==================== cpu_reset_sequencer
==> cpu_reset_sequencer/registers.png <==
Scale: 6 px per um. Other sequential cells in the stronger grey, the rest of the logic in the fainter grey.
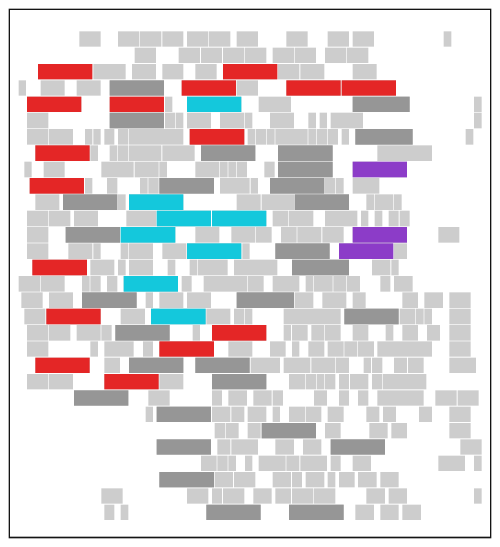
==> cpu_reset_sequencer/wire_density.png <==
Scale: 4 px per um. 16 x 18 tiles, from dark blue (low) to red (high), scaled to the fullest tile. Values are wire area over tile area, all layers added.
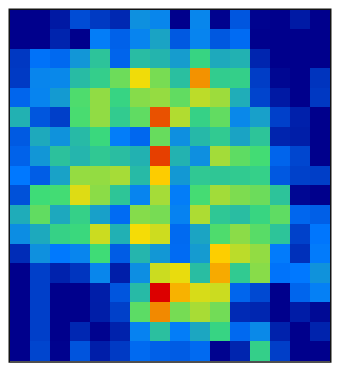
**config.mk**
```make
export PLATFORM = sky130hd
export DESIGN_NAME = cpu_reset_sequencer
export DESIGN_NICKNAME = d
export VERILOG_FILES = /design/src/rtl/cpu_reset_sequencer.sv
export SDC_FILE = /design/constraint.sdc
export NUM_CORES = 1
export LEC_CHECK = 0
export CORE_ASPECT_RATIO = 1.1
export CORE_UTILIZATION = 44
export DETAILED_ROUTE_END_ITERATION = 10
export PLACE_DENSITY = 0.76
export SLEW_MARGIN = 10
export SYNTH_ARGS = -nofsm -noshare
export SYNTH_HDL_FRONTEND = slang
export SYNTH_SLANG_ARGS = --single-unit
```
**constraint.sdc**
```tcl
create_clock -name clk -period 2.1 [get_ports clk]
set_input_delay 0.21 -clock clk [delete_from_list [all_inputs] [get_ports clk]]
set_output_delay 0.21 -clock clk [all_outputs]
set_load 0.01 [all_outputs]
```
**src/rtl/cpu_reset_sequencer.sv**
```systemverilog
// 6502-style reset sequencer: holds the core, runs dummy cycles, fetches the
// reset vector (or takes an override address), then strobes PC/SP and runs.
module cpu_reset_sequencer #(
  parameter int          DUMMY_CYCLES  = 5,
  parameter int          READY_TIMEOUT = 255,
  parameter logic [15:0] FALLBACK_PC   = 16'hC000,
  parameter logic [7:0]  SP_INIT       = 8'hFD
) (
  input  logic        clk,
  input  logic        rst_n,
  input  logic        cpu_reset,
  input  logic [15:0] start_address,
  input  logic        override_en,
  output logic [15:0] mem_addr,
  output logic        mem_rd,
  input  logic [7:0]  mem_rdata,
  input  logic        mem_ready,
  output logic        pc_load,
  output logic [15:0] pc_value,
  output logic        sp_load,
  output logic [7:0]  sp_value,
  output logic        flag_i_set,
  output logic        cpu_run,
  output logic        seq_busy,
  output logic        vec_fault
);

  localparam int DCW = (DUMMY_CYCLES > 1) ? $clog2(DUMMY_CYCLES) : 1;
  localparam int WCW = (READY_TIMEOUT > 1) ? $clog2(READY_TIMEOUT + 1) : 1;
  localparam logic [DCW-1:0] DUMMY_INIT = DCW'(DUMMY_CYCLES - 1);
  localparam logic [WCW-1:0] WAIT_LAST  = WCW'(READY_TIMEOUT - 1);

  typedef enum logic [2:0] {HOLD, DUMMY, VEC_LO, VEC_HI, LOAD, RUN} state_t;

  state_t         state;
  state_t         next_state;
  logic [DCW-1:0] dummy_cnt;
  logic [WCW-1:0] wait_cnt;
  logic           ovr_q;
  logic [15:0]    start_q;
  logic [7:0]     lo_q;
  logic [15:0]    pc_q;
  logic           fault_q;
  logic           timeout;
  logic [15:0]    load_pc;

  always_ff @(posedge clk or negedge rst_n) begin
    if (!rst_n) state <= HOLD;
    else        state <= next_state;
  end

  // A cpu_reset request beats every handshake outcome, so aborts never load a partial PC.
  always_comb begin
    next_state = state;
    timeout    = 1'b0;
    case (state)
      HOLD:   if (!cpu_reset) next_state = DUMMY;
      DUMMY: begin
        if (cpu_reset)              next_state = HOLD;
        else if (dummy_cnt == '0)   next_state = ovr_q ? LOAD : VEC_LO;
      end
      VEC_LO: begin
        if (cpu_reset)                  next_state = HOLD;
        else if (mem_ready)             next_state = VEC_HI;
        else if (wait_cnt == WAIT_LAST) begin
          next_state = LOAD;
          timeout    = 1'b1;
        end
      end
      VEC_HI: begin
        if (cpu_reset)                  next_state = HOLD;
        else if (mem_ready)             next_state = LOAD;
        else if (wait_cnt == WAIT_LAST) begin
          next_state = LOAD;
          timeout    = 1'b1;
        end
      end
      LOAD:    next_state = cpu_reset ? HOLD : RUN;
      RUN:     if (cpu_reset) next_state = HOLD;
      default: next_state = HOLD;
    endcase
  end

  always_comb begin
    if (timeout)             load_pc = FALLBACK_PC;
    else if (state == DUMMY) load_pc = start_q;
    else                     load_pc = {mem_rdata, lo_q};
  end

  // PC and fault flag are latched on the edge into LOAD so they are valid during the strobe.
  always_ff @(posedge clk or negedge rst_n) begin
    if (!rst_n) begin
      dummy_cnt <= '0;
      wait_cnt  <= '0;
      ovr_q     <= 1'b0;
      start_q   <= '0;
      lo_q      <= '0;
      pc_q      <= FALLBACK_PC;
      fault_q   <= 1'b0;
    end else begin
      if (state == HOLD && !cpu_reset) begin
        ovr_q     <= override_en;
        start_q   <= start_address;
        dummy_cnt <= DUMMY_INIT;
      end else if (state == DUMMY && dummy_cnt != '0) begin
        dummy_cnt <= dummy_cnt - DCW'(1);
      end
      if (next_state != state)
        wait_cnt <= '0;
      else if (state == VEC_LO || state == VEC_HI)
        wait_cnt <= wait_cnt + WCW'(1);
      if (state == VEC_LO && mem_ready)
        lo_q <= mem_rdata;
      if (next_state == LOAD) begin
        pc_q    <= load_pc;
        fault_q <= timeout;
      end
    end
  end

  assign mem_rd     = (state == VEC_LO) || (state == VEC_HI);
  assign mem_addr   = (state == VEC_LO) ? 16'hFFFC :
                      (state == VEC_HI) ? 16'hFFFD : 16'h0000;
  assign pc_load    = (state == LOAD);
  assign sp_load    = (state == LOAD);
  assign flag_i_set = (state == LOAD);
  assign cpu_run    = (state == RUN);
  assign seq_busy   = (state == DUMMY) || (state == VEC_LO) ||
                      (state == VEC_HI) || (state == LOAD);
  assign pc_value   = pc_q;
  assign sp_value   = SP_INIT;
  assign vec_fault  = fault_q;

endmodule

```
==> metrics.yaml <==
comb_power_share: 0.436
buffers: 94
critPathBufInv: 3
clock_latency_ps: 310
grt_pass1_vias: 2147
ios: 76
slowest_delay_ps: 440
antenna_cells: 0
fmax_mhz: 492
ys_sh_aoi: 0.0714
status: "completed"
dpl-instance-area_mm2: 0.00368
vias_per_cell: 5.20
clockNetworkAreaShare: 0.0233
powerDensity_mw_per_mm2: 1090
crit_type: "reg2reg"
design.core.area_mm2: 0.00631
critPathLaunchType: "register"
syn_avg_cell_area_um2: 11.0
Notes on cpu_reset_sequencer/registers.png above:
| name in the netlist | colour | placed flops |
|---|---|---|
| `lo_q` | cyan | 8 |
| `start_q` | red | 16 |
| `dummy_cnt` | purple | 3 |
Core Util, Final: 0.613
Seq. cell area: 0.00141 mm2
fraction of area in registers: 0.364
Flop+latch power: 1.79 mW

Notes on cpu_reset_sequencer/wire_density.png above:
fullest tile: 0.45
emptiest ninth of the die: south-west
nearly empty tiles: 15%

[per-layer routing]
| metal | vias up | part of all wire | wire (um) | track usage |
|---|---|---|---|---|
| met5 | - | 0 | 0 | 0 |
| met4 | 0 | 0.022 | 139 | 0.0698 |
| met3 | 14 | 0.034 | 214 | 0.0302 |
| met2 | 60 | 0.51 | 3230 | 0.331 |
| met1 | 1086 | 0.43 | 2710 | 0.253 |
| li1 | 1024 | - | - | - |
[metrics by stage]
stage | TNS (ps) | cells
final | 0 | 420
after global routing | -52.9 | 420
after CTS | 0 | 416
after detailed placement | -50.0 | 407
after global placement | 0 | 407
after floorplan | 0 | 274

==================== frame_loader
==> frame_loader/registers.png <==
Scale: 4 px per um. Other sequential cells in the stronger grey, the rest of the logic in the fainter grey.
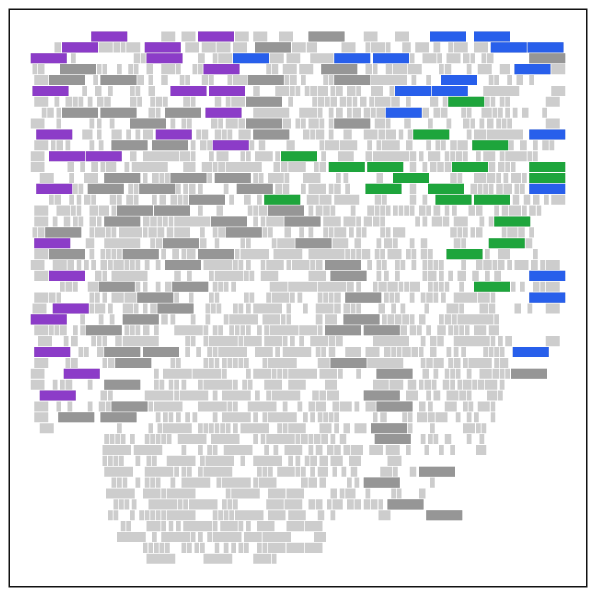
--- src/rtl/frame_loader.sv ---
//------------------------------------------------------------------------------
// frame_loader : parses a width/height header plus 8-bit pixel stream and
//                writes the draw_board frame layout into RAM port A.
// Revision     : 1.0 - initial release
//------------------------------------------------------------------------------
`default_nettype none

module frame_loader #(
  parameter int unsigned HRES = 640,
  parameter int unsigned VRES = 480
) (
  input  logic        clk,
  input  logic        rst,
  input  logic        start,
  input  logic [7:0]  in_data,
  input  logic        in_valid,
  output logic        in_ready,
  output logic [16:0] address_a,
  output logic [31:0] data_a,
  output logic [3:0]  byteena_a,
  output logic        wren_a,
  output logic        busy,
  output logic        done,
  output logic        error
);

  localparam logic [15:0] c_HRES = 16'(HRES);
  localparam logic [15:0] c_VRES = 16'(VRES);

  typedef enum logic [2:0] {
    S_IDLE = 3'd0,
    S_HDR  = 3'd1,
    S_WR_W = 3'd2,
    S_WR_H = 3'd3,
    S_PIX  = 3'd4,
    S_DONE = 3'd5,
    S_ERR  = 3'd6
  } state_t;

  state_t      state_q, state_d;
  logic [18:0] cnt_q, cnt_d;
  logic [23:0] hdr_q, hdr_d;
  logic [15:0] height_q, height_d;
  logic [18:0] total_q, total_d;
  logic [16:0] address_q, address_d;
  logic [31:0] data_q, data_d;
  logic [3:0]  be_q, be_d;
  logic        wren_q, wren_d;
  logic        busy_q, busy_d;
  logic        done_q, done_d;
  logic        error_q, error_d;

  logic        w_fire;
  logic [15:0] w_width;
  logic [15:0] w_height;
  logic        w_bad;
  logic [18:0] w_total;

  assign in_ready = (state_q == S_HDR) || (state_q == S_PIX);
  assign w_fire   = in_valid && in_ready;

  // The 4th header byte is still on in_data, so height is assembled live.
  assign w_width  = hdr_q[15:0];
  assign w_height = {in_data, hdr_q[23:16]};
  assign w_bad    = (w_width == 16'd0) || (w_height == 16'd0) ||
                    (w_width > c_HRES) || (w_height > c_VRES);
  // Only meaningful once the header passed the range check.
  assign w_total  = {9'd0, w_width[9:0]} * {10'd0, w_height[8:0]};

  always_comb begin
    state_d   = state_q;
    cnt_d     = cnt_q;
    hdr_d     = hdr_q;
    height_d  = height_q;
    total_d   = total_q;
    address_d = address_q;
    data_d    = data_q;
    be_d      = 4'h0;
    wren_d    = 1'b0;
    busy_d    = busy_q;
    done_d    = 1'b0;
    error_d   = error_q;

    case (state_q)
      S_IDLE, S_ERR: begin
        if (start) begin
          state_d = S_HDR;
          cnt_d   = 19'd0;
          error_d = 1'b0;
          busy_d  = 1'b1;
        end
      end
      S_HDR: begin
        if (w_fire) begin
          cnt_d = cnt_q + 19'd1;
          case (cnt_q[1:0])
            2'd0: hdr_d[7:0]   = in_data;
            2'd1: hdr_d[15:8]  = in_data;
            2'd2: hdr_d[23:16] = in_data;
            default: begin
              if (w_bad) begin
                state_d = S_ERR;
                error_d = 1'b1;
                busy_d  = 1'b0;
              end else begin
                state_d   = S_WR_W;
                height_d  = w_height;
                total_d   = w_total;
                address_d = 17'd0;
                data_d    = {16'h0, w_width};
                be_d      = 4'hF;
                wren_d    = 1'b1;
              end
            end
          endcase
        end
      end
      S_WR_W: begin
        state_d   = S_WR_H;
        address_d = 17'd1;
        data_d    = {16'h0, height_q};
        be_d      = 4'hF;
        wren_d    = 1'b1;
      end
      S_WR_H: begin
        state_d = S_PIX;
        cnt_d   = 19'd0;
      end
      S_PIX: begin
        if (w_fire) begin
          address_d = 17'd2 + cnt_q[18:2];
          be_d      = 4'b0001 << cnt_q[1:0];
          data_d    = {4{in_data}};
          wren_d    = 1'b1;
          cnt_d     = cnt_q + 19'd1;
          if (cnt_q == total_q - 19'd1) begin
            state_d = S_DONE;
            done_d  = 1'b1;
            busy_d  = 1'b0;
          end
        end
      end
      S_DONE: state_d = S_IDLE;
      default: state_d = S_IDLE;
    endcase
  end

  always_ff @(posedge clk or posedge rst) begin
    if (rst) begin
      state_q   <= S_IDLE;
      cnt_q     <= 19'd0;
      hdr_q     <= 24'd0;
      height_q  <= 16'd0;
      total_q   <= 19'd0;
      address_q <= 17'd0;
      data_q    <= 32'd0;
      be_q      <= 4'h0;
      wren_q    <= 1'b0;
      busy_q    <= 1'b0;
      done_q    <= 1'b0;
      error_q   <= 1'b0;
    end else begin
      state_q   <= state_d;
      cnt_q     <= cnt_d;
      hdr_q     <= hdr_d;
      height_q  <= height_d;
      total_q   <= total_d;
      address_q <= address_d;
      data_q    <= data_d;
      be_q      <= be_d;
      wren_q    <= wren_d;
      busy_q    <= busy_d;
      done_q    <= done_d;
      error_q   <= error_d;
    end
  end

  assign address_a = address_q;
  assign data_a    = data_q;
  assign byteena_a = be_q;
  assign wren_a    = wren_q;
  assign busy      = busy_q;
  assign done      = done_q;
  assign error     = error_q;

endmodule

`default_nettype wire

--- config.mk ---
export PLATFORM = sky130hd
export DESIGN_NAME = frame_loader
export DESIGN_NICKNAME = d
export VERILOG_FILES = /design/src/rtl/frame_loader.sv
export SDC_FILE = /design/constraint.sdc
export NUM_CORES = 1
export LEC_CHECK = 0
export ABC_AREA = 1
export CORE_MARGIN = 5
export CORE_UTILIZATION = 55
export DETAILED_ROUTE_END_ITERATION = 10
export PLACE_DENSITY = 0.75
export REMOVE_ABC_BUFFERS = 1
export SLEW_MARGIN = 0
export SYNTH_ARGS = -nofsm -noshare
export SYNTH_HDL_FRONTEND = slang
export SYNTH_SLANG_ARGS = --single-unit
--- constraint.sdc ---
create_clock -name clk -period 12.63 [get_ports clk]
set_input_delay 2.526 -clock clk [delete_from_list [all_inputs] [get_ports clk]]
set_output_delay 2.526 -clock clk [all_outputs]
set_load 0.02 [all_outputs]
==> metrics.yaml <==
routed-wl-met3_um: 842
gp_congestion: 0.901
crit_path_start: "in_data[0]"
status: "completed"
cts.clk_slew.worst_paths_ps: 70
root_buffer: "clkbuf_16"
whs_path_depth: 2
p_int_uw: 785
rows: 49
cp.depth: 18
worstMarginPinSlew_ps: 1140
globalRouteMet1Util: 0.299
ys_sh_aoi: 0.100
swShare: 0.314
cp.arrival_ps: 7090
crit_fanout: 12
drive_above_1_share: 0.0496
endpoint: "total_q[16]$_DFFE_PP0P_"
vias: 8309
rr_worst_depth: 18
dp_hpwl_um: 17000
clkPwrFrac: 0.426
Notes on frame_loader/registers.png above:
| name in the netlist | colour | placed flops |
|---|---|---|
| `data_a` | purple | 24 |
| `address_a` | blue | 17 |
| `cnt_q` | green | 19 |

==> power by group through the flow <==
stage,Clock [mW],Sequential [mW],Combinational [mW]
final,0.487,0.470,0.186
after global routing,0.509,0.476,0.208
after CTS,0.491,0.471,0.189
after detailed placement,0,0.478,0.186
after global placement,0,0.478,0.184
after floorplan,0,0.498,0.0917
==> through the flow <==
step | cells | hold slack (ps)
after floorplan | 1267 | 436
after global placement | 1567 | 450
after detailed placement | 1567 | 456
after CTS | 1599 | 473
after global routing | 1599 | 499
final | 1599 | 471

==================== button_conditioner
==> button_conditioner/wire_density.png <==
Scale: 2 px per um. 33 x 33 tiles, from dark blue (low) to red (high), scaled to the fullest tile. Values are wire area over tile area, all layers added.
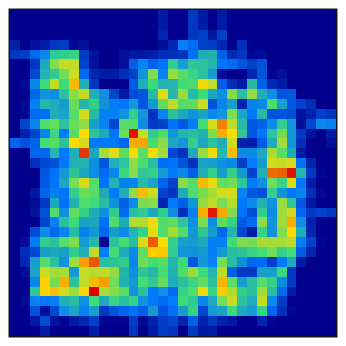
==> button_conditioner/port_nets.png <==
Scale: 3 px per um.
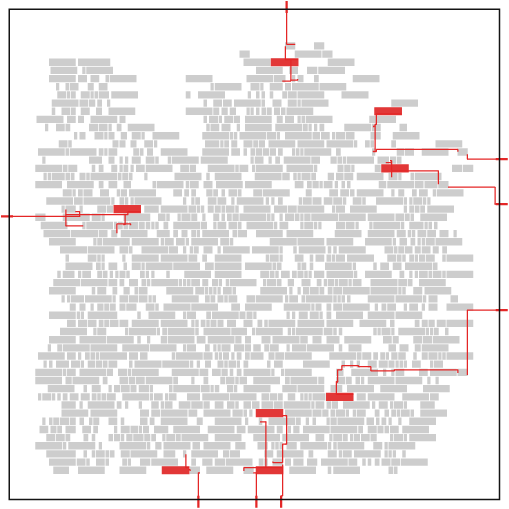
<file path="src/rtl/button_conditioner.sv">
// Gamepad front end: synchronises and debounces eight raw button lines, auto-repeats
// left/right/down, and issues one-hot single-cycle press pulses in fixed priority order.
module button_conditioner #(
  parameter int DEBOUNCE_CYCLES = 250000,
  parameter int REPEAT_DELAY    = 15000000,
  parameter int REPEAT_PERIOD   = 5000000,
  parameter bit ACTIVE_LOW      = 1'b0
) (
  input  logic       clk,
  input  logic       rst_n,
  input  logic [7:0] btn_raw,
  output logic [7:0] btn_level,
  output logic       left,
  output logic       right,
  output logic       down,
  output logic       up,
  output logic       select,
  output logic       start,
  output logic       a,
  output logic       b
);

  localparam int DB_W    = $clog2(DEBOUNCE_CYCLES + 1);
  localparam int REP_MAX = (REPEAT_DELAY > REPEAT_PERIOD) ? REPEAT_DELAY : REPEAT_PERIOD;
  localparam int REP_W   = $clog2(REP_MAX + 1);
  localparam int N_REP   = 3;

  localparam logic [7:0]       RELEASED    = {8{ACTIVE_LOW}};
  localparam logic [DB_W-1:0]  DB_LAST     = DB_W'(DEBOUNCE_CYCLES - 1);
  localparam logic [REP_W-1:0] DELAY_LAST  = REP_W'(REPEAT_DELAY - 1);
  localparam logic [REP_W-1:0] PERIOD_LAST = REP_W'(REPEAT_PERIOD - 1);

  logic [7:0]       sync1, sync2, level_sync, level_next;
  logic [DB_W-1:0]  db_cnt [8];
  logic [REP_W-1:0] rep_cnt [N_REP];
  logic [N_REP-1:0] repeating, rep_fire;
  logic [7:0]       pending, grant, events, pulse;

  // Synchroniser resets to the released level so a held button is never seen as pressed early.
  always_ff @(posedge clk or negedge rst_n) begin
    if (!rst_n) begin
      sync1 <= RELEASED;
      sync2 <= RELEASED;
    end else begin
      sync1 <= btn_raw;
      sync2 <= sync1;
    end
  end

  assign level_sync = ACTIVE_LOW ? ~sync2 : sync2;

  always_comb begin
    level_next = btn_level;
    for (int i = 0; i < 8; i++) begin
      if (level_sync[i] != btn_level[i] && db_cnt[i] == DB_LAST)
        level_next[i] = ~btn_level[i];
    end
  end

  always_ff @(posedge clk or negedge rst_n) begin
    if (!rst_n) begin
      btn_level <= '0;
      for (int i = 0; i < 8; i++) db_cnt[i] <= '0;
    end else begin
      btn_level <= level_next;
      for (int i = 0; i < 8; i++) begin
        if (level_sync[i] == btn_level[i] || db_cnt[i] == DB_LAST)
          db_cnt[i] <= '0;
        else
          db_cnt[i] <= db_cnt[i] + 1'b1;
      end
    end
  end

  // Counter restarts at each repeat; 'repeating' selects the initial delay or the period.
  always_comb begin
    rep_fire = '0;
    for (int i = 0; i < N_REP; i++) begin
      rep_fire[i] = btn_level[i] &&
                    (repeating[i] ? (rep_cnt[i] == PERIOD_LAST) : (rep_cnt[i] == DELAY_LAST));
    end
  end

  always_ff @(posedge clk or negedge rst_n) begin
    if (!rst_n) begin
      repeating <= '0;
      for (int i = 0; i < N_REP; i++) rep_cnt[i] <= '0;
    end else begin
      for (int i = 0; i < N_REP; i++) begin
        if (!btn_level[i]) begin
          rep_cnt[i]   <= '0;
          repeating[i] <= 1'b0;
        end else if (rep_fire[i]) begin
          rep_cnt[i]   <= '0;
          repeating[i] <= 1'b1;
        end else begin
          rep_cnt[i] <= rep_cnt[i] + 1'b1;
        end
      end
    end
  end

  // Lowest set pending bit wins; a new event in the grant cycle re-sets the bit (set beats clear).
  assign grant  = pending & (~pending + 8'd1);
  assign events = (level_next & ~btn_level) | {5'b0, rep_fire};

  always_ff @(posedge clk or negedge rst_n) begin
    if (!rst_n) begin
      pending <= '0;
      pulse   <= '0;
    end else begin
      pending <= (pending & ~grant) | events;
      pulse   <= grant;
    end
  end

  assign {b, a, start, select, up, down, right, left} = pulse;

endmodule

</file>
<file path="config.mk">
export PLATFORM = sky130hd
export DESIGN_NAME = button_conditioner
export DESIGN_NICKNAME = d
export VERILOG_FILES = /design/src/rtl/button_conditioner.sv
export SDC_FILE = /design/constraint.sdc
export NUM_CORES = 1
export LEC_CHECK = 0
export ABC_AREA = 0
export CAP_MARGIN = 15
export CORE_MARGIN = 8
export CORE_UTILIZATION = 56
export DETAILED_ROUTE_END_ITERATION = 6
export GPL_ROUTABILITY_DRIVEN = 0
export GPL_TIMING_DRIVEN = 0
export PLACE_DENSITY = 0.8
export SYNTH_ARGS = -nofsm -noshare
export SYNTH_HDL_FRONTEND = slang
export SYNTH_SLANG_ARGS = --single-unit
export TNS_END_PERCENT = 100
</file>
<file path="constraint.sdc">
create_clock -name clk -period 4.26 [get_ports clk]
set_input_delay 0.639 -clock clk [delete_from_list [all_inputs] [get_ports clk]]
set_output_delay 0.639 -clock clk [all_outputs]
set_load 0.01 [all_outputs]
</file>
==> metrics.yaml <==
n_tap_cell: 275
p_int_mw: 3.97
required_ps: 4680
clock_latency_ps: 530
yosys-stat-area_mm2: 0.0121
cp.arrival_ps: 2710
hold_slack_ps: 59.4
setup_violations: 0
powerDensity_mw_per_mm2: 368
clkPwrFrac: 0.477
crit_type: "reg2reg"
ys_seq_frac: 0.536
fp.dieH_um: 163
logic_area_mm2: 0.00533
reg2reg_to: "db_cnt[123]$_DFF_PN0_"
vias_per_cell: 5.45
pg_clk_mw: 2.41
postSynthCellCount: 1207
status: "completed"
hold_viol_final: 0
total_power_mw: 5.04
dp_hpwl_um: 14800
dpl-instance-area_mm2: 0.0127
p_seq_mw: 2.51
drt-initial-drc-count: 579
hold_class: "in2async"
slowest_stage: "nor4_1"
syn_avg_cell_area_um2: 10.0
About button_conditioner/wire_density.png:
mean over tiles: 0.13
emptiest ninth of the die: north-east
fullest tile: 0.48
nearly empty tiles: 26%
tiles over half the peak: 19%
via count: 8511
Total Routing Usage GR: 0.173
routed length per placed instance: 14.2 um
Total Wirelength: 22200 um

About button_conditioner/port_nets.png:
| port | colour | bits | direction | edge | end cells | wire |
|---|---|---|---|---|---|---|
| `btn_level` | red | 8 | output | 3 south, 3 east, 1 west, 1 north | 8 | 402 um |
IO Port Bufs: 25
# IOs: 26

-- Yosys cell counts (11+ instances only) --
master / count / area (um2)
dfrtp_1: 259 / 6480
nor2_1: 258 / 968
xor2_1: 117 / 1020
nand2_1: 86 / 323
nand3_1: 79 / 395
xnor2_1: 79 / 692
nand4_1: 50 / 313
inv_1: 27 / 101
nor3_1: 26 / 130
and4_1: 25 / 219
and3_1: 19 / 119
nor4_1: 17 / 106
buf_2: 13 / 65.1
clkbuf_1: 12 / 45.0
o21ai_0: 12 / 60.1
ha_1: 11 / 138
nor4b_1: 11 / 96.3

==================== pipelined_adder
**src/rtl/pipelined_adder.sv**
```systemverilog
// pipelined_adder: add/subtract unit split into STAGES ripple-carry chunks.
// Each stage adds one CHUNK-wide slice using the carry registered by the
// previous stage; operands and the lower sum slices travel alongside so a
// transaction stays aligned. Valid/ready flow control: the whole pipe
// advances when the output register is empty or being drained.
// WIDTH must be >= 2 and STAGES must divide WIDTH exactly.
module pipelined_adder #(
   parameter int WIDTH  = 16,
   parameter int STAGES = 4
) (
   input  logic             clk,
   input  logic             rst,
   input  logic             in_valid,
   output logic             in_ready,
   input  logic [WIDTH-1:0] a,
   input  logic [WIDTH-1:0] b,
   input  logic             cin,
   input  logic             sub,
   output logic             out_valid,
   input  logic             out_ready,
   output logic [WIDTH-1:0] sum,
   output logic             cout,
   output logic             ovf
);

   localparam int CHUNK = WIDTH / STAGES;
   localparam int LAST  = STAGES - 1;

   // Ripple-carry adder for one slice; returns {carry_out, slice_sum}.
   function automatic logic [CHUNK:0] ripple_add(
      input logic [CHUNK-1:0] x,
      input logic [CHUNK-1:0] y,
      input logic             c
   );
      logic [CHUNK:0] r;
      logic           cy;
      cy = c;
      for (int i = 0; i < CHUNK; i++) begin
         r[i] = x[i] ^ y[i] ^ cy;
         cy   = (x[i] & y[i]) | (cy & (x[i] ^ y[i]));
      end
      r[CHUNK] = cy;
      return r;
   endfunction

   // Replace slice idx of base with chunk.
   function automatic logic [WIDTH-1:0] put_chunk(
      input logic [WIDTH-1:0] base,
      input logic [CHUNK-1:0] chunk,
      input int               idx
   );
      logic [WIDTH-1:0] r;
      r = base;
      r[idx*CHUNK +: CHUNK] = chunk;
      return r;
   endfunction

   // Stage registers: operand A, effective operand B (already inverted for
   // subtract), partially completed sum, slice carry and valid bit.
   logic [WIDTH-1:0] a_r     [STAGES];
   logic [WIDTH-1:0] b_r     [STAGES];
   logic [WIDTH-1:0] sum_r   [STAGES];
   logic             carry_r [STAGES];
   logic             valid_r [STAGES];
   logic             ovf_r;

   // Per-stage inputs (from the ports or the previous stage) and results.
   logic [WIDTH-1:0] src_a_s   [STAGES];
   logic [WIDTH-1:0] src_b_s   [STAGES];
   logic [WIDTH-1:0] src_sum_s [STAGES];
   logic             src_c_s   [STAGES];
   logic             src_v_s   [STAGES];
   logic [CHUNK:0]   add_s     [STAGES];
   logic [WIDTH-1:0] nxt_sum_s [STAGES];

   logic adv_s;
   logic ovf_nxt_s;

   // Whole pipe moves when the output slot is free or being consumed.
   assign adv_s    = !valid_r[LAST] || out_ready;
   assign in_ready = adv_s;

   genvar k;
   generate
      for (k = 0; k < STAGES; k++) begin : g_stage
         if (k == 0) begin : g_first
            assign src_a_s[k]   = a;
            assign src_b_s[k]   = b ^ {WIDTH{sub}};
            assign src_sum_s[k] = {WIDTH{1'b0}};
            assign src_c_s[k]   = cin ^ sub;
            assign src_v_s[k]   = in_valid;
         end else begin : g_next
            assign src_a_s[k]   = a_r[k-1];
            assign src_b_s[k]   = b_r[k-1];
            assign src_sum_s[k] = sum_r[k-1];
            assign src_c_s[k]   = carry_r[k-1];
            assign src_v_s[k]   = valid_r[k-1];
         end
         assign add_s[k] = ripple_add(src_a_s[k][k*CHUNK +: CHUNK],
                                      src_b_s[k][k*CHUNK +: CHUNK],
                                      src_c_s[k]);
         assign nxt_sum_s[k] = put_chunk(src_sum_s[k], add_s[k][CHUNK-1:0], k);
      end
   endgenerate

   // Signed overflow is decided when the final slice completes.
   assign ovf_nxt_s = (src_a_s[LAST][WIDTH-1] == src_b_s[LAST][WIDTH-1]) &&
                      (nxt_sum_s[LAST][WIDTH-1] != src_a_s[LAST][WIDTH-1]);

   // Stage registers shift together on advance and hold on stall; reset
   // flushes every in-flight beat.
   always_ff @(posedge clk or posedge rst) begin
      if (rst) begin
         for (int i = 0; i < STAGES; i++) begin
            a_r[i]     <= {WIDTH{1'b0}};
            b_r[i]     <= {WIDTH{1'b0}};
            sum_r[i]   <= {WIDTH{1'b0}};
            carry_r[i] <= 1'b0;
            valid_r[i] <= 1'b0;
         end
         ovf_r <= 1'b0;
      end else if (adv_s) begin
         for (int i = 0; i < STAGES; i++) begin
            a_r[i]     <= src_a_s[i];
            b_r[i]     <= src_b_s[i];
            sum_r[i]   <= nxt_sum_s[i];
            carry_r[i] <= add_s[i][CHUNK];
            valid_r[i] <= src_v_s[i];
         end
         ovf_r <= ovf_nxt_s;
      end else begin
         for (int i = 0; i < STAGES; i++) begin
            a_r[i]     <= a_r[i];
            b_r[i]     <= b_r[i];
            sum_r[i]   <= sum_r[i];
            carry_r[i] <= carry_r[i];
            valid_r[i] <= valid_r[i];
         end
         ovf_r <= ovf_r;
      end
   end

   assign out_valid = valid_r[LAST];
   assign sum       = sum_r[LAST];
   assign cout      = carry_r[LAST];
   assign ovf       = ovf_r;

endmodule

```
**config.mk**
```make
export PLATFORM = sky130hd
export DESIGN_NAME = pipelined_adder
export DESIGN_NICKNAME = d
export VERILOG_FILES = /design/src/rtl/pipelined_adder.sv
export SDC_FILE = /design/constraint.sdc
export NUM_CORES = 1
export LEC_CHECK = 0
export CAP_MARGIN = 30
export CORE_MARGIN = 2
export CORE_UTILIZATION = 45
export DETAILED_ROUTE_END_ITERATION = 16
export PLACE_DENSITY = 0.68
export SLEW_MARGIN = 20
export SYNTH_ARGS = -nofsm -noshare
export SYNTH_HDL_FRONTEND = slang
export SYNTH_SLANG_ARGS = --single-unit
```
**constraint.sdc**
```tcl
create_clock -name clk -period 8.41 [get_ports clk]
set_input_delay 2.1025 -clock clk [delete_from_list [all_inputs] [get_ports clk]]
set_output_delay 2.1025 -clock clk [all_outputs]
set_load 0.02 [all_outputs]
```
==> pipelined_adder/port_nets.png <==
Scale: 4 px per um.
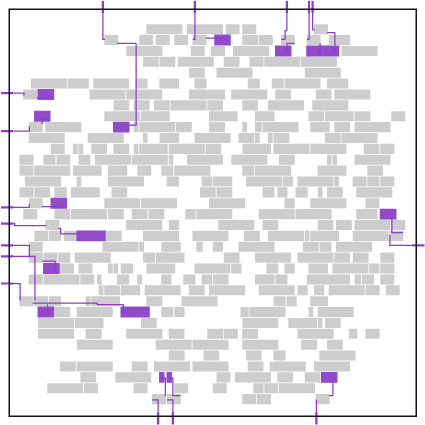
| port | colour | bits | direction | edge | end cells | wire |
|---|---|---|---|---|---|---|
| `a` | purple | 16 | input | 7 west, 5 north, 3 south, 1 east | 16 | 235 um |
IO Port Bufs: 57
# IOs: 58

==> metrics.yaml <==
wl_met1_um: 3090
chip_area_mm2: 0.0103
gp_congestion: 0.754
crit_type: "in2out"
postRouteAntennaNets: 0
finalClockPeriodUsage: 0.737
grt_util_met3: 0.0380
busiest_layer: "met2"
antenna_cells: 0
ys_sh_aoi: 0.0214
max_slew_margin: 0.463
status: "completed"
critPathLaunchType: "input port"
warnings: 27
rr_worst_depth: 5
==> pipelined_adder/wire_density.png <==
Scale: 4 px per um. 20 x 20 tiles, from dark blue (low) to red (high), scaled to the fullest tile. Values are wire area over tile area, all layers added.
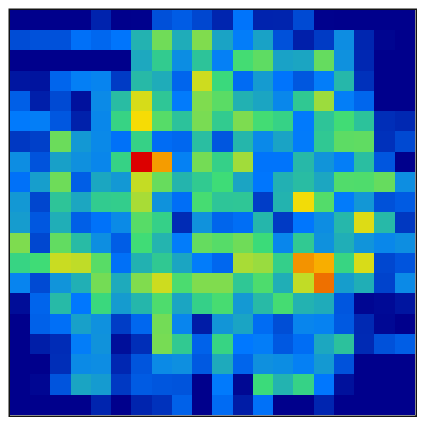
densest ninth of the die: centre
tiles over half the peak: 16%
nearly empty tiles: 14%
fullest tile: 0.35
mean over tiles: 0.10
via count: 2239
routed length per placed instance: 14.8 um
Total Routing Usage GR: 0.142

==> report_power, final <==
| group | leakage, nW | switching, mW | internal, mW | total, mW |
|---|---|---|---|---|
| sequential | 1.12 | 0.120 | 0.677 | 0.797 |
| clock | 0.0913 | 0.149 | 0.142 | 0.291 |
| combinational | 0.984 | 0.301 | 0.399 | 0.700 |
==> registers in the layout (all words and copies together) (netlist names) <==
name,flops
a_r,24
b_r,24
nxt_sum_s,24
sum,16
carry_r,3
src_v_s,3
cout,1
out_valid,1
ovf,1

==================== v_issue_ctrl
$ cat src/rtl/v_pkg.sv
// Shared encodings for the vector issue path: opcodes, operand-type fields,
// memory addressing modes, unit indices and the issue FSM state type.
package v_pkg;

  localparam logic [6:0] OPC_LTYPE = 7'b0000111;
  localparam logic [6:0] OPC_STYPE = 7'b0100111;
  localparam logic [6:0] OPC_RTYPE = 7'b1010111;

  localparam logic [2:0] OPI_VV = 3'b000;
  localparam logic [2:0] OPM_VV = 3'b010;
  localparam logic [2:0] OPI_VI = 3'b011;
  localparam logic [2:0] OPI_VX = 3'b100;
  localparam logic [2:0] OPM_VX = 3'b110;

  localparam logic [1:0] MOP_UNIT    = 2'b00;
  localparam logic [1:0] MOP_IDX_UO  = 2'b01;
  localparam logic [1:0] MOP_STRIDED = 2'b10;
  localparam logic [1:0] MOP_IDX_O   = 2'b11;

  localparam logic [5:0] F6_SLIDEUP   = 6'b001110;
  localparam logic [5:0] F6_SLIDEDOWN = 6'b001111;

  localparam int unsigned NUM_UNITS = 5;
  localparam logic [2:0] U_ALU  = 3'd0;
  localparam logic [2:0] U_MUL  = 3'd1;
  localparam logic [2:0] U_LSU  = 3'd2;
  localparam logic [2:0] U_SLDU = 3'd3;
  localparam logic [2:0] U_RED  = 3'd4;

  typedef enum logic [1:0] {IDLE, CHECK, ISSUE} iss_state_e;

  function automatic logic opc_legal(input logic [6:0] opc);
    return (opc == OPC_LTYPE) || (opc == OPC_STYPE) || (opc == OPC_RTYPE);
  endfunction

  function automatic logic mop_indexed(input logic [1:0] mop);
    return (mop == MOP_IDX_UO) || (mop == MOP_IDX_O);
  endfunction

endpackage

$ cat src/rtl/v_decoder.sv
// Pure field extraction from a 32-bit vector instruction word.
module v_decoder (
  input  logic [31:0] instr_i,
  output logic [6:0]  opcode_o,
  output logic [2:0]  funct3_o,
  output logic [5:0]  funct6_o,
  output logic [1:0]  mop_o,
  output logic [4:0]  vd_o,
  output logic [4:0]  vs1_o,
  output logic [4:0]  vs2_o,
  output logic [4:0]  imm_o,
  output logic [4:0]  rs2_o
);

  assign opcode_o = instr_i[6:0];
  assign vd_o     = instr_i[11:7];
  assign funct3_o = instr_i[14:12];
  assign vs1_o    = instr_i[19:15];
  assign imm_o    = instr_i[19:15];
  assign vs2_o    = instr_i[24:20];
  assign rs2_o    = instr_i[24:20];
  assign mop_o    = instr_i[27:26];
  assign funct6_o = instr_i[31:26];

endmodule

$ cat src/rtl/v_issue_ctrl.sv
// Single-issue vector dispatch: decode, unit select, scoreboard/busy stall,
// one-cycle start pulse, and per-unit retirement on done.
module v_issue_ctrl #(
  parameter int unsigned NUM_VREG    = 32,
  parameter int unsigned STALL_CNT_W = 16
) (
  input  logic                   clk,
  input  logic                   nrst,
  input  logic                   instr_valid,
  input  logic [31:0]            instr,
  output logic                   instr_ready,
  input  logic [4:0]             unit_busy,
  input  logic [4:0]             unit_done,
  output logic [4:0]             unit_start,
  output logic [5:0]             iss_op,
  output logic [2:0]             iss_funct3,
  output logic [4:0]             iss_vd,
  output logic [4:0]             iss_vrs1,
  output logic [4:0]             iss_vrs2,
  output logic [4:0]             iss_imm,
  output logic [4:0]             iss_rs2,
  output logic                   illegal,
  output logic [NUM_VREG-1:0]    sb_busy,
  output logic [STALL_CNT_W-1:0] stall_cycles
);

  import v_pkg::*;

  iss_state_e              state_q;
  logic [31:0]             instr_q;
  logic                    ready_q, illegal_q;
  logic [4:0]              start_q;
  logic [5:0]              op_q;
  logic [2:0]              f3_q;
  logic [4:0]              vd_q, vrs1_q, vrs2_q, imm_q, rs2_q;
  logic [STALL_CNT_W-1:0]  stall_q;

  logic [NUM_VREG-1:0]              sb_q, sb_d;
  logic [NUM_UNITS-1:0]             pend_q, pend_d, wr_q, wr_d;
  logic [NUM_UNITS-1:0][4:0]        pvd_q, pvd_d;

  logic [6:0] d_opc;
  logic [2:0] d_f3;
  logic [5:0] d_f6;
  logic [1:0] d_mop;
  logic [4:0] d_vd, d_vs1, d_vs2, d_imm, d_rs2;

  logic       is_ld, is_st, is_r, hazard, can_issue;
  logic [2:0] sel;

  v_decoder u_dec (
    .instr_i  (instr_q),
    .opcode_o (d_opc),
    .funct3_o (d_f3),
    .funct6_o (d_f6),
    .mop_o    (d_mop),
    .vd_o     (d_vd),
    .vs1_o    (d_vs1),
    .vs2_o    (d_vs2),
    .imm_o    (d_imm),
    .rs2_o    (d_rs2)
  );

  always_comb begin
    is_ld = (d_opc == OPC_LTYPE);
    is_st = (d_opc == OPC_STYPE);
    is_r  = (d_opc == OPC_RTYPE);

    sel = U_ALU;
    if (is_ld || is_st)
      sel = U_LSU;
    else if (d_f3 == OPM_VX)
      sel = U_RED;
    else if ((d_f3 == OPM_VV) && (d_f6[5:3] == 3'b100))
      sel = U_MUL;
    else if (((d_f3 == OPI_VV) || (d_f3 == OPI_VX) || (d_f3 == OPI_VI)) &&
             ((d_f6 == F6_SLIDEUP) || (d_f6 == F6_SLIDEDOWN)))
      sel = U_SLDU;

    // Stores read vd as data; loads and R-type write vd (WAW).
    hazard = 1'b0;
    if (is_r) begin
      hazard = sb_q[d_vs2];
      if ((d_f3 == OPI_VV) || (d_f3 == OPM_VV))
        hazard = hazard | sb_q[d_vs1];
    end
    if ((is_ld || is_st) && mop_indexed(d_mop))
      hazard = hazard | sb_q[d_vs2];
    if ((is_st || is_ld || is_r) && sb_q[d_vd])
      hazard = 1'b1;

    can_issue = (state_q == CHECK) && !hazard && !unit_busy[sel] && !pend_q[sel];
  end

  // Retire first, then record the issuing op so a same-cycle set wins.
  always_comb begin
    sb_d   = sb_q;
    pend_d = pend_q;
    wr_d   = wr_q;
    pvd_d  = pvd_q;
    for (int unsigned u = 0; u < NUM_UNITS; u++) begin
      if (unit_done[u] && pend_q[u]) begin
        pend_d[u] = 1'b0;
        if (wr_q[u])
          sb_d[pvd_q[u]] = 1'b0;
      end
    end
    if (state_q == ISSUE) begin
      pend_d[sel] = 1'b1;
      pvd_d[sel]  = d_vd;
      wr_d[sel]   = !is_st;
      if (!is_st)
        sb_d[d_vd] = 1'b1;
    end
  end

  always_ff @(posedge clk or negedge nrst) begin
    if (!nrst) begin
      sb_q   <= '0;
      pend_q <= '0;
      wr_q   <= '0;
      pvd_q  <= '0;
    end else begin
      sb_q   <= sb_d;
      pend_q <= pend_d;
      wr_q   <= wr_d;
      pvd_q  <= pvd_d;
    end
  end

  always_ff @(posedge clk or negedge nrst) begin
    if (!nrst) begin
      state_q   <= IDLE;
      instr_q   <= '0;
      ready_q   <= 1'b1;
      illegal_q <= 1'b0;
      start_q   <= '0;
      op_q      <= '0;
      f3_q      <= '0;
      vd_q      <= '0;
      vrs1_q    <= '0;
      vrs2_q    <= '0;
      imm_q     <= '0;
      rs2_q     <= '0;
      stall_q   <= '0;
    end else begin
      start_q   <= '0;
      illegal_q <= 1'b0;
      case (state_q)
        IDLE: begin
          if (instr_valid && ready_q) begin
            if (opc_legal(instr[6:0])) begin
              instr_q <= instr;
              ready_q <= 1'b0;
              state_q <= CHECK;
            end else begin
              illegal_q <= 1'b1;
            end
          end
        end
        CHECK: begin
          if (can_issue) begin
            start_q <= 5'b00001 << sel;
            op_q    <= d_f6;
            f3_q    <= d_f3;
            vd_q    <= d_vd;
            vrs1_q  <= d_vs1;
            vrs2_q  <= d_vs2;
            imm_q   <= d_imm;
            rs2_q   <= d_rs2;
            state_q <= ISSUE;
          end else if (stall_q != '1) begin
            stall_q <= stall_q + STALL_CNT_W'(1);
          end
        end
        ISSUE: begin
          ready_q <= 1'b1;
          state_q <= IDLE;
        end
        default: begin
          ready_q <= 1'b1;
          state_q <= IDLE;
        end
      endcase
    end
  end

  assign instr_ready  = ready_q;
  assign illegal      = illegal_q;
  assign unit_start   = start_q;
  assign iss_op       = op_q;
  assign iss_funct3   = f3_q;
  assign iss_vd       = vd_q;
  assign iss_vrs1     = vrs1_q;
  assign iss_vrs2     = vrs2_q;
  assign iss_imm      = imm_q;
  assign iss_rs2      = rs2_q;
  assign sb_busy      = sb_q;
  assign stall_cycles = stall_q;

endmodule
$ cat config.mk
export PLATFORM = sky130hd
export DESIGN_NAME = v_issue_ctrl
export DESIGN_NICKNAME = d
export VERILOG_FILES = /design/src/rtl/v_pkg.sv /design/src/rtl/v_decoder.sv /design/src/rtl/v_issue_ctrl.sv
export SDC_FILE = /design/constraint.sdc
export NUM_CORES = 1
export LEC_CHECK = 0
export CORE_UTILIZATION = 49
export DETAILED_ROUTE_END_ITERATION = 8
export PLACE_DENSITY = 0.76
export RECOVER_POWER = 50
export SLEW_MARGIN = 20
export SYNTH_ARGS = -nofsm -noshare
export SYNTH_HDL_FRONTEND = slang
export SYNTH_SLANG_ARGS = --single-unit
$ cat constraint.sdc
create_clock -name clk -period 2.5 [get_ports clk]
set_clock_uncertainty 0.1 [all_clocks]
set_input_delay 0.5 -clock clk [delete_from_list [all_inputs] [get_ports clk]]
set_output_delay 0.5 -clock clk [all_outputs]
set_load 0.01 [all_outputs]
==> metrics.yaml <==
status: "complete, but fails checks"
failed_checks: "negative setup slack"
min-delay-start: "instr_q[2]$_DFFE_PN0P_"
ir_drop_mv: 0.620
whs_path_depth: 1
clock_sinks: 147
p_int_mw: 3.97
hold_viol_final: 0
root_buffer: "clkbuf_16"
hold_slack_ps: 369
ys_ff: 147
p_seq_mw: 2.38
cts.hold.buffers_added: 1
synthTopCellsByArea: "dfrtp_1 (45%), mux2_2 (9.4%), mux4_2 (4.4%)"
post-place-ws_ps: -366
setup_ws_ps: -185
setup_violations: 41
[cell type report]
type                    count  area, um2
clock buffers              21        460
clock inverters            11        125
fillers                  1160       4860
inverters                  16       60.1
multi-input cells         570       4280
flip-flops and latches    147       3680
well taps                 216        270
repair buffers            260       2320
[layer usage]
layer / vias to the layer above / GRT usage / part of all wire
li1: 3379 / - / -
met5: - / 0 / 0
met4: 0 / 0.111 / 0.023
met3: 59 / 0.0708 / 0.072
met1: 3739 / 0.438 / 0.43
met2: 334 / 0.514 / 0.48
==> v_issue_ctrl/final_placement.png <==
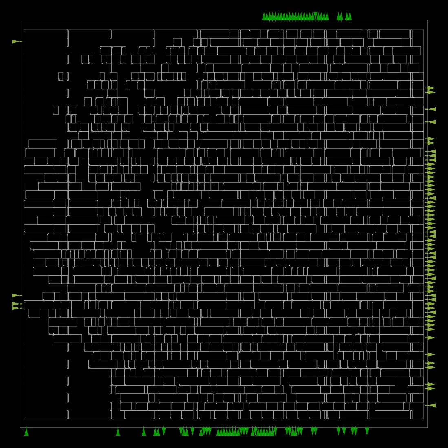
Core Util, Final: 0.697
flop count: 147
tap cell count: 216
non-filler instance count after layout: 1241

==> v_issue_ctrl/registers.png <==
Scale: 4 px per um. Other sequential cells in the stronger grey, the rest of the logic in the fainter grey.
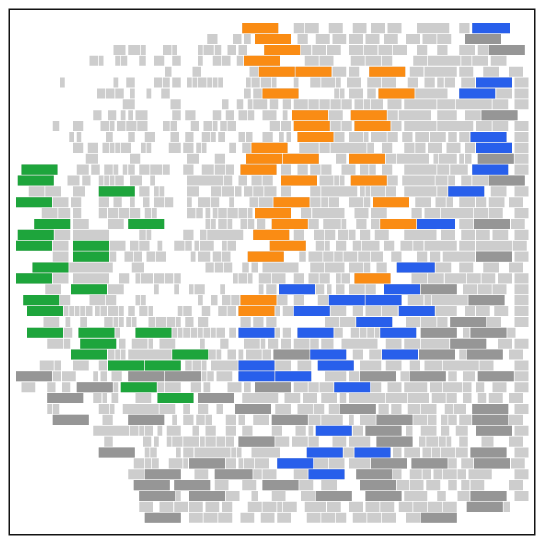
| name in the netlist | colour | placed flops |
|---|---|---|
| `sb_busy` | orange | 32 |
| `instr_q` | blue | 31 |
| `pvd_q` | green | 25 |


==================== codec_adc_rx
==> codec_adc_rx/metal_stack.png <==
Scale: 4 px per um. Only two layers are drawn.
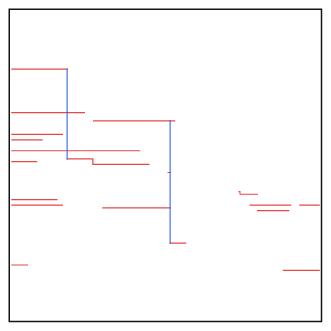
==> codec_adc_rx/final_placement.png <==
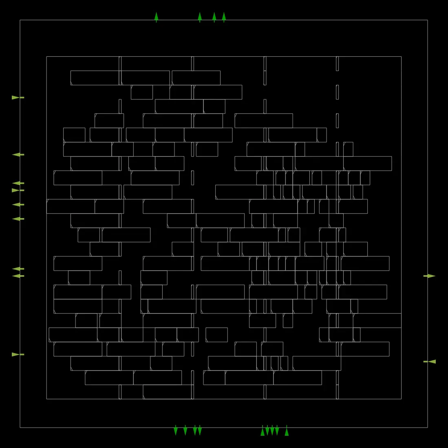
[config.mk]
export PLATFORM = sky130hd
export DESIGN_NAME = codec_adc_rx
export DESIGN_NICKNAME = d
export VERILOG_FILES = /design/src/rtl/codec_adc_rx.sv
export SDC_FILE = /design/constraint.sdc
export NUM_CORES = 1
export LEC_CHECK = 0
export CORE_MARGIN = 5
export CORE_UTILIZATION = 47
export DETAILED_ROUTE_END_ITERATION = 10
export DONT_BUFFER_PORTS = 1
export PLACE_DENSITY_LB_ADDON = 0.2
export SKIP_LAST_GASP = 1
export SYNTH_ARGS = -nofsm -noshare
export SYNTH_HDL_FRONTEND = slang
export SYNTH_SLANG_ARGS = --single-unit
export TNS_END_PERCENT = 10
[constraint.sdc]
create_clock -name Clk -period 4.9 [get_ports Clk]
set_input_delay 0.735 -clock Clk [delete_from_list [all_inputs] [get_ports Clk]]
set_output_delay 0.735 -clock Clk [all_outputs]
set_load 0.005 [all_outputs]
[src/rtl/codec_adc_rx.sv]
// codec_adc_rx: I2S ADC receiver, first stage of the pedal chain.
// Oversamples the codec pins in the Clk domain (BCLK is never used as a clock),
// deserialises one channel MSB-first and offers the word downstream with a
// level Start/Done handshake.
//
// Ports
//   Clk, Reset_n    system clock, asynchronous active-low reset
//   AUD_BCLK        codec bit clock (async, sampled)
//   AUD_ADCLRCK     codec frame clock (async, sampled); low = left
//   AUD_ADCDAT      codec serial data, MSB first (async, sampled)
//   Done            downstream has consumed Sample_out (level)
//   Sample_out      captured word, stable while Start = 1
//   Start           word pending for downstream (level)
//   Overrun         1-cycle pulse when a completed word is dropped
module codec_adc_rx #(
  parameter int DATA_WIDTH  = 16,
  parameter int SYNC_STAGES = 2,
  parameter int CHANNEL     = 0
) (
  input  logic                  Clk,
  input  logic                  Reset_n,
  input  logic                  AUD_BCLK,
  input  logic                  AUD_ADCLRCK,
  input  logic                  AUD_ADCDAT,
  input  logic                  Done,
  output logic [DATA_WIDTH-1:0] Sample_out,
  output logic                  Start,
  output logic                  Overrun
);

  localparam int CW = $clog2(DATA_WIDTH + 1);

  typedef enum logic [2:0] {IDLE, SKIP, SHIFT, COMMIT, HOLD} state_t;

  // Synchronisers, one row per pin: [0] BCLK, [1] LRCK, [2] DAT.
  logic [2:0]                  pins;
  logic [2:0][SYNC_STAGES-1:0] sync_q;
  logic                        bclk_s, lrck_s, dat_s;
  logic                        bclk_d, lrck_d;
  logic                        bclk_rise, lr_edge, lr_enter;

  state_t                state_q, state_d;
  logic [DATA_WIDTH-1:0] sr_q;
  logic [CW-1:0]         cnt_q;
  logic                  skip_take, shift_en, commit;

  assign pins = {AUD_ADCDAT, AUD_ADCLRCK, AUD_BCLK};

  always_ff @(posedge Clk or negedge Reset_n) begin
    if (!Reset_n) begin
      sync_q <= '0;
      bclk_d <= 1'b0;
      lrck_d <= 1'b0;
    end else begin
      for (int i = 0; i < 3; i++)
        sync_q[i] <= {sync_q[i][SYNC_STAGES-2:0], pins[i]};
      bclk_d <= bclk_s;
      lrck_d <= lrck_s;
    end
  end

  // DAT is taken from the same depth as BCLK so a rise sees the bit it clocks.
  assign bclk_s    = sync_q[0][SYNC_STAGES-1];
  assign lrck_s    = sync_q[1][SYNC_STAGES-1];
  assign dat_s     = sync_q[2][SYNC_STAGES-1];
  assign bclk_rise = bclk_s & ~bclk_d;
  assign lr_edge   = lrck_s ^ lrck_d;
  assign lr_enter  = lr_edge && (lrck_s == CHANNEL[0]);

  // State register
  always_ff @(posedge Clk or negedge Reset_n) begin
    if (!Reset_n) state_q <= IDLE;
    else          state_q <= state_d;
  end

  // Next state. Any frame edge outside IDLE drops back to IDLE and is
  // re-evaluated in the same cycle, so a short frame or the end of a long
  // slot never costs us the following word.
  always_comb begin
    state_d = state_q;
    unique case (state_q)
      IDLE:   if (lr_enter) state_d = SKIP;
      SKIP:   if (lr_edge)        state_d = lr_enter ? SKIP : IDLE;
              else if (bclk_rise) state_d = SHIFT;
      SHIFT:  if (lr_edge) state_d = lr_enter ? SKIP : IDLE;
              else if (bclk_rise && cnt_q == CW'(DATA_WIDTH - 1)) state_d = COMMIT;
      COMMIT: if (lr_edge) state_d = lr_enter ? SKIP : IDLE;
              else         state_d = HOLD;
      HOLD:   if (lr_edge) state_d = lr_enter ? SKIP : IDLE;
      default: state_d = IDLE;
    endcase
  end

  // State decode
  always_comb begin
    skip_take = (state_q == SKIP)  && bclk_rise && !lr_edge;
    shift_en  = (state_q == SHIFT) && bclk_rise && !lr_edge;
    commit    = (state_q == COMMIT);
  end

  // Datapath and handshake
  always_ff @(posedge Clk or negedge Reset_n) begin
    if (!Reset_n) begin
      sr_q       <= '0;
      cnt_q      <= '0;
      Sample_out <= '0;
      Start      <= 1'b0;
      Overrun    <= 1'b0;
    end else begin
      Overrun <= 1'b0;
      if (skip_take) cnt_q <= '0;
      if (shift_en) begin
        sr_q  <= {sr_q[DATA_WIDTH-2:0], dat_s};
        cnt_q <= cnt_q + CW'(1);
      end
      if (Start && Done) Start <= 1'b0;
      // A still-high Done blocks acceptance so a stale level cannot
      // immediately retire the new word.
      if (commit) begin
        if (!Start && !Done) begin
          Sample_out <= sr_q;
          Start      <= 1'b1;
        end else begin
          Overrun <= 1'b1;
        end
      end
    end
  end

endmodule

==> metrics.yaml <==
clock_buffers: 7
crit_path_start: "lrck_s$_DFF_PN0_"
top_layer: "met4"
drc_errors: 0
grt_usage: 0.123
port_buffers: 0
busiest_layer: "met2"
p_int_uw: 648
status: "completed"
clock_latency_ps: 290
cts_buffers: 5
worstMarginPinSlew_ps: 500
reg2reg_to: "state_q[0]$_DFFE_PN0P_"
setup_ws_ps: 3160
routed-wl-met3_um: 218
period_needed_ps: 1740
hold_class: "in2async"
fill_cells: 377
dr.pass1.iters: 4
grt_max_degree: 51
postRouteAntennaNets: 0
power.group.top: "sequential cells"
buffer_area_frac: 0
simple_gate_share: 0.101
cp.arrival_ps: 1960
leakage_nw: 1.13
edf_count: 0
Notes on codec_adc_rx/metal_stack.png above:
| layer | colour | wire length |
|---|---|---|
| met3 | red | 218 um |
| met4 | blue | 53.0 um |

Notes on codec_adc_rx/final_placement.png above:
tap cell count: 52
Rows: 24
non-filler instance count after layout: 209
flop count: 50

-- cell usage in the layout, fill, tap and decap left out, types with 2 or more instances in the layout --
cell | netlist | final
inv_1 | 5 | 5
o2bb2ai_1 | 3 | 3
clkbuf_1 | 1 | 2
nand2_4 | 2 | 2
mux2_4 | 10 | 10
nor3_1 | 4 | 4
mux2_1 | 22 | 22
clkbuf_8 | 0 | 5
dfrtp_1 | 50 | 50
a21oi_1 | 9 | 9
o21ai_1 | 6 | 6
nor2_4 | 2 | 2
nand2_1 | 4 | 4
nor2_1 | 7 | 7
nor2b_1 | 3 | 3
ha_1 | 4 | 4


==> layout pictures side by side <==
Signal metal coverage by tile.
panel A
Scale: 4 px per um. 16 x 16 tiles, from dark blue (low) to red (high), scaled to the fullest tile. Values are wire area over tile area, all layers added.
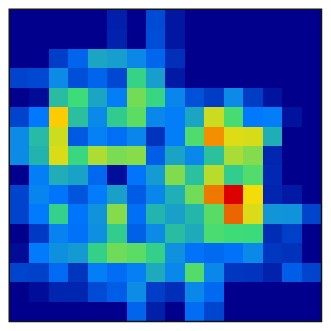
panel B
Scale: 3 px per um. 26 x 26 tiles, from dark blue (low) to red (high), scaled to the fullest tile. Values are wire area over tile area, all layers added.
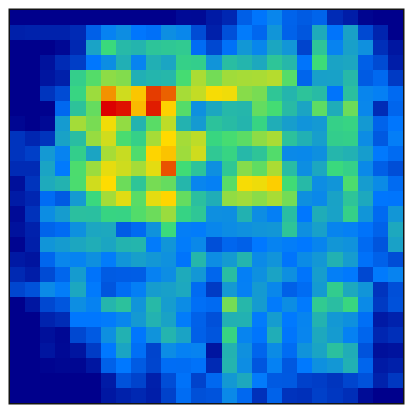
panel C
Scale: 2 px per um. 29 x 29 tiles, from dark blue (low) to red (high), scaled to the fullest tile. Values are wire area over tile area, all layers added.
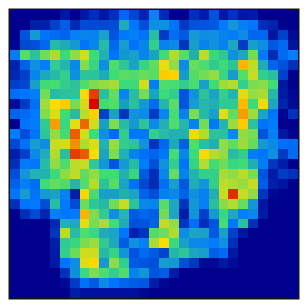
Panel A is codec_adc_rx.
Panel C is frame_loader.
Panel B is v_issue_ctrl.

Key to panel A:
densest ninth of the die: centre
mean over tiles: 0.091
fullest tile: 0.41
nearly empty tiles: 29%
tiles over half the peak: 13%
emptiest ninth of the die: north-east

No activity file was given, so power comes from the tool's default toggle rates.
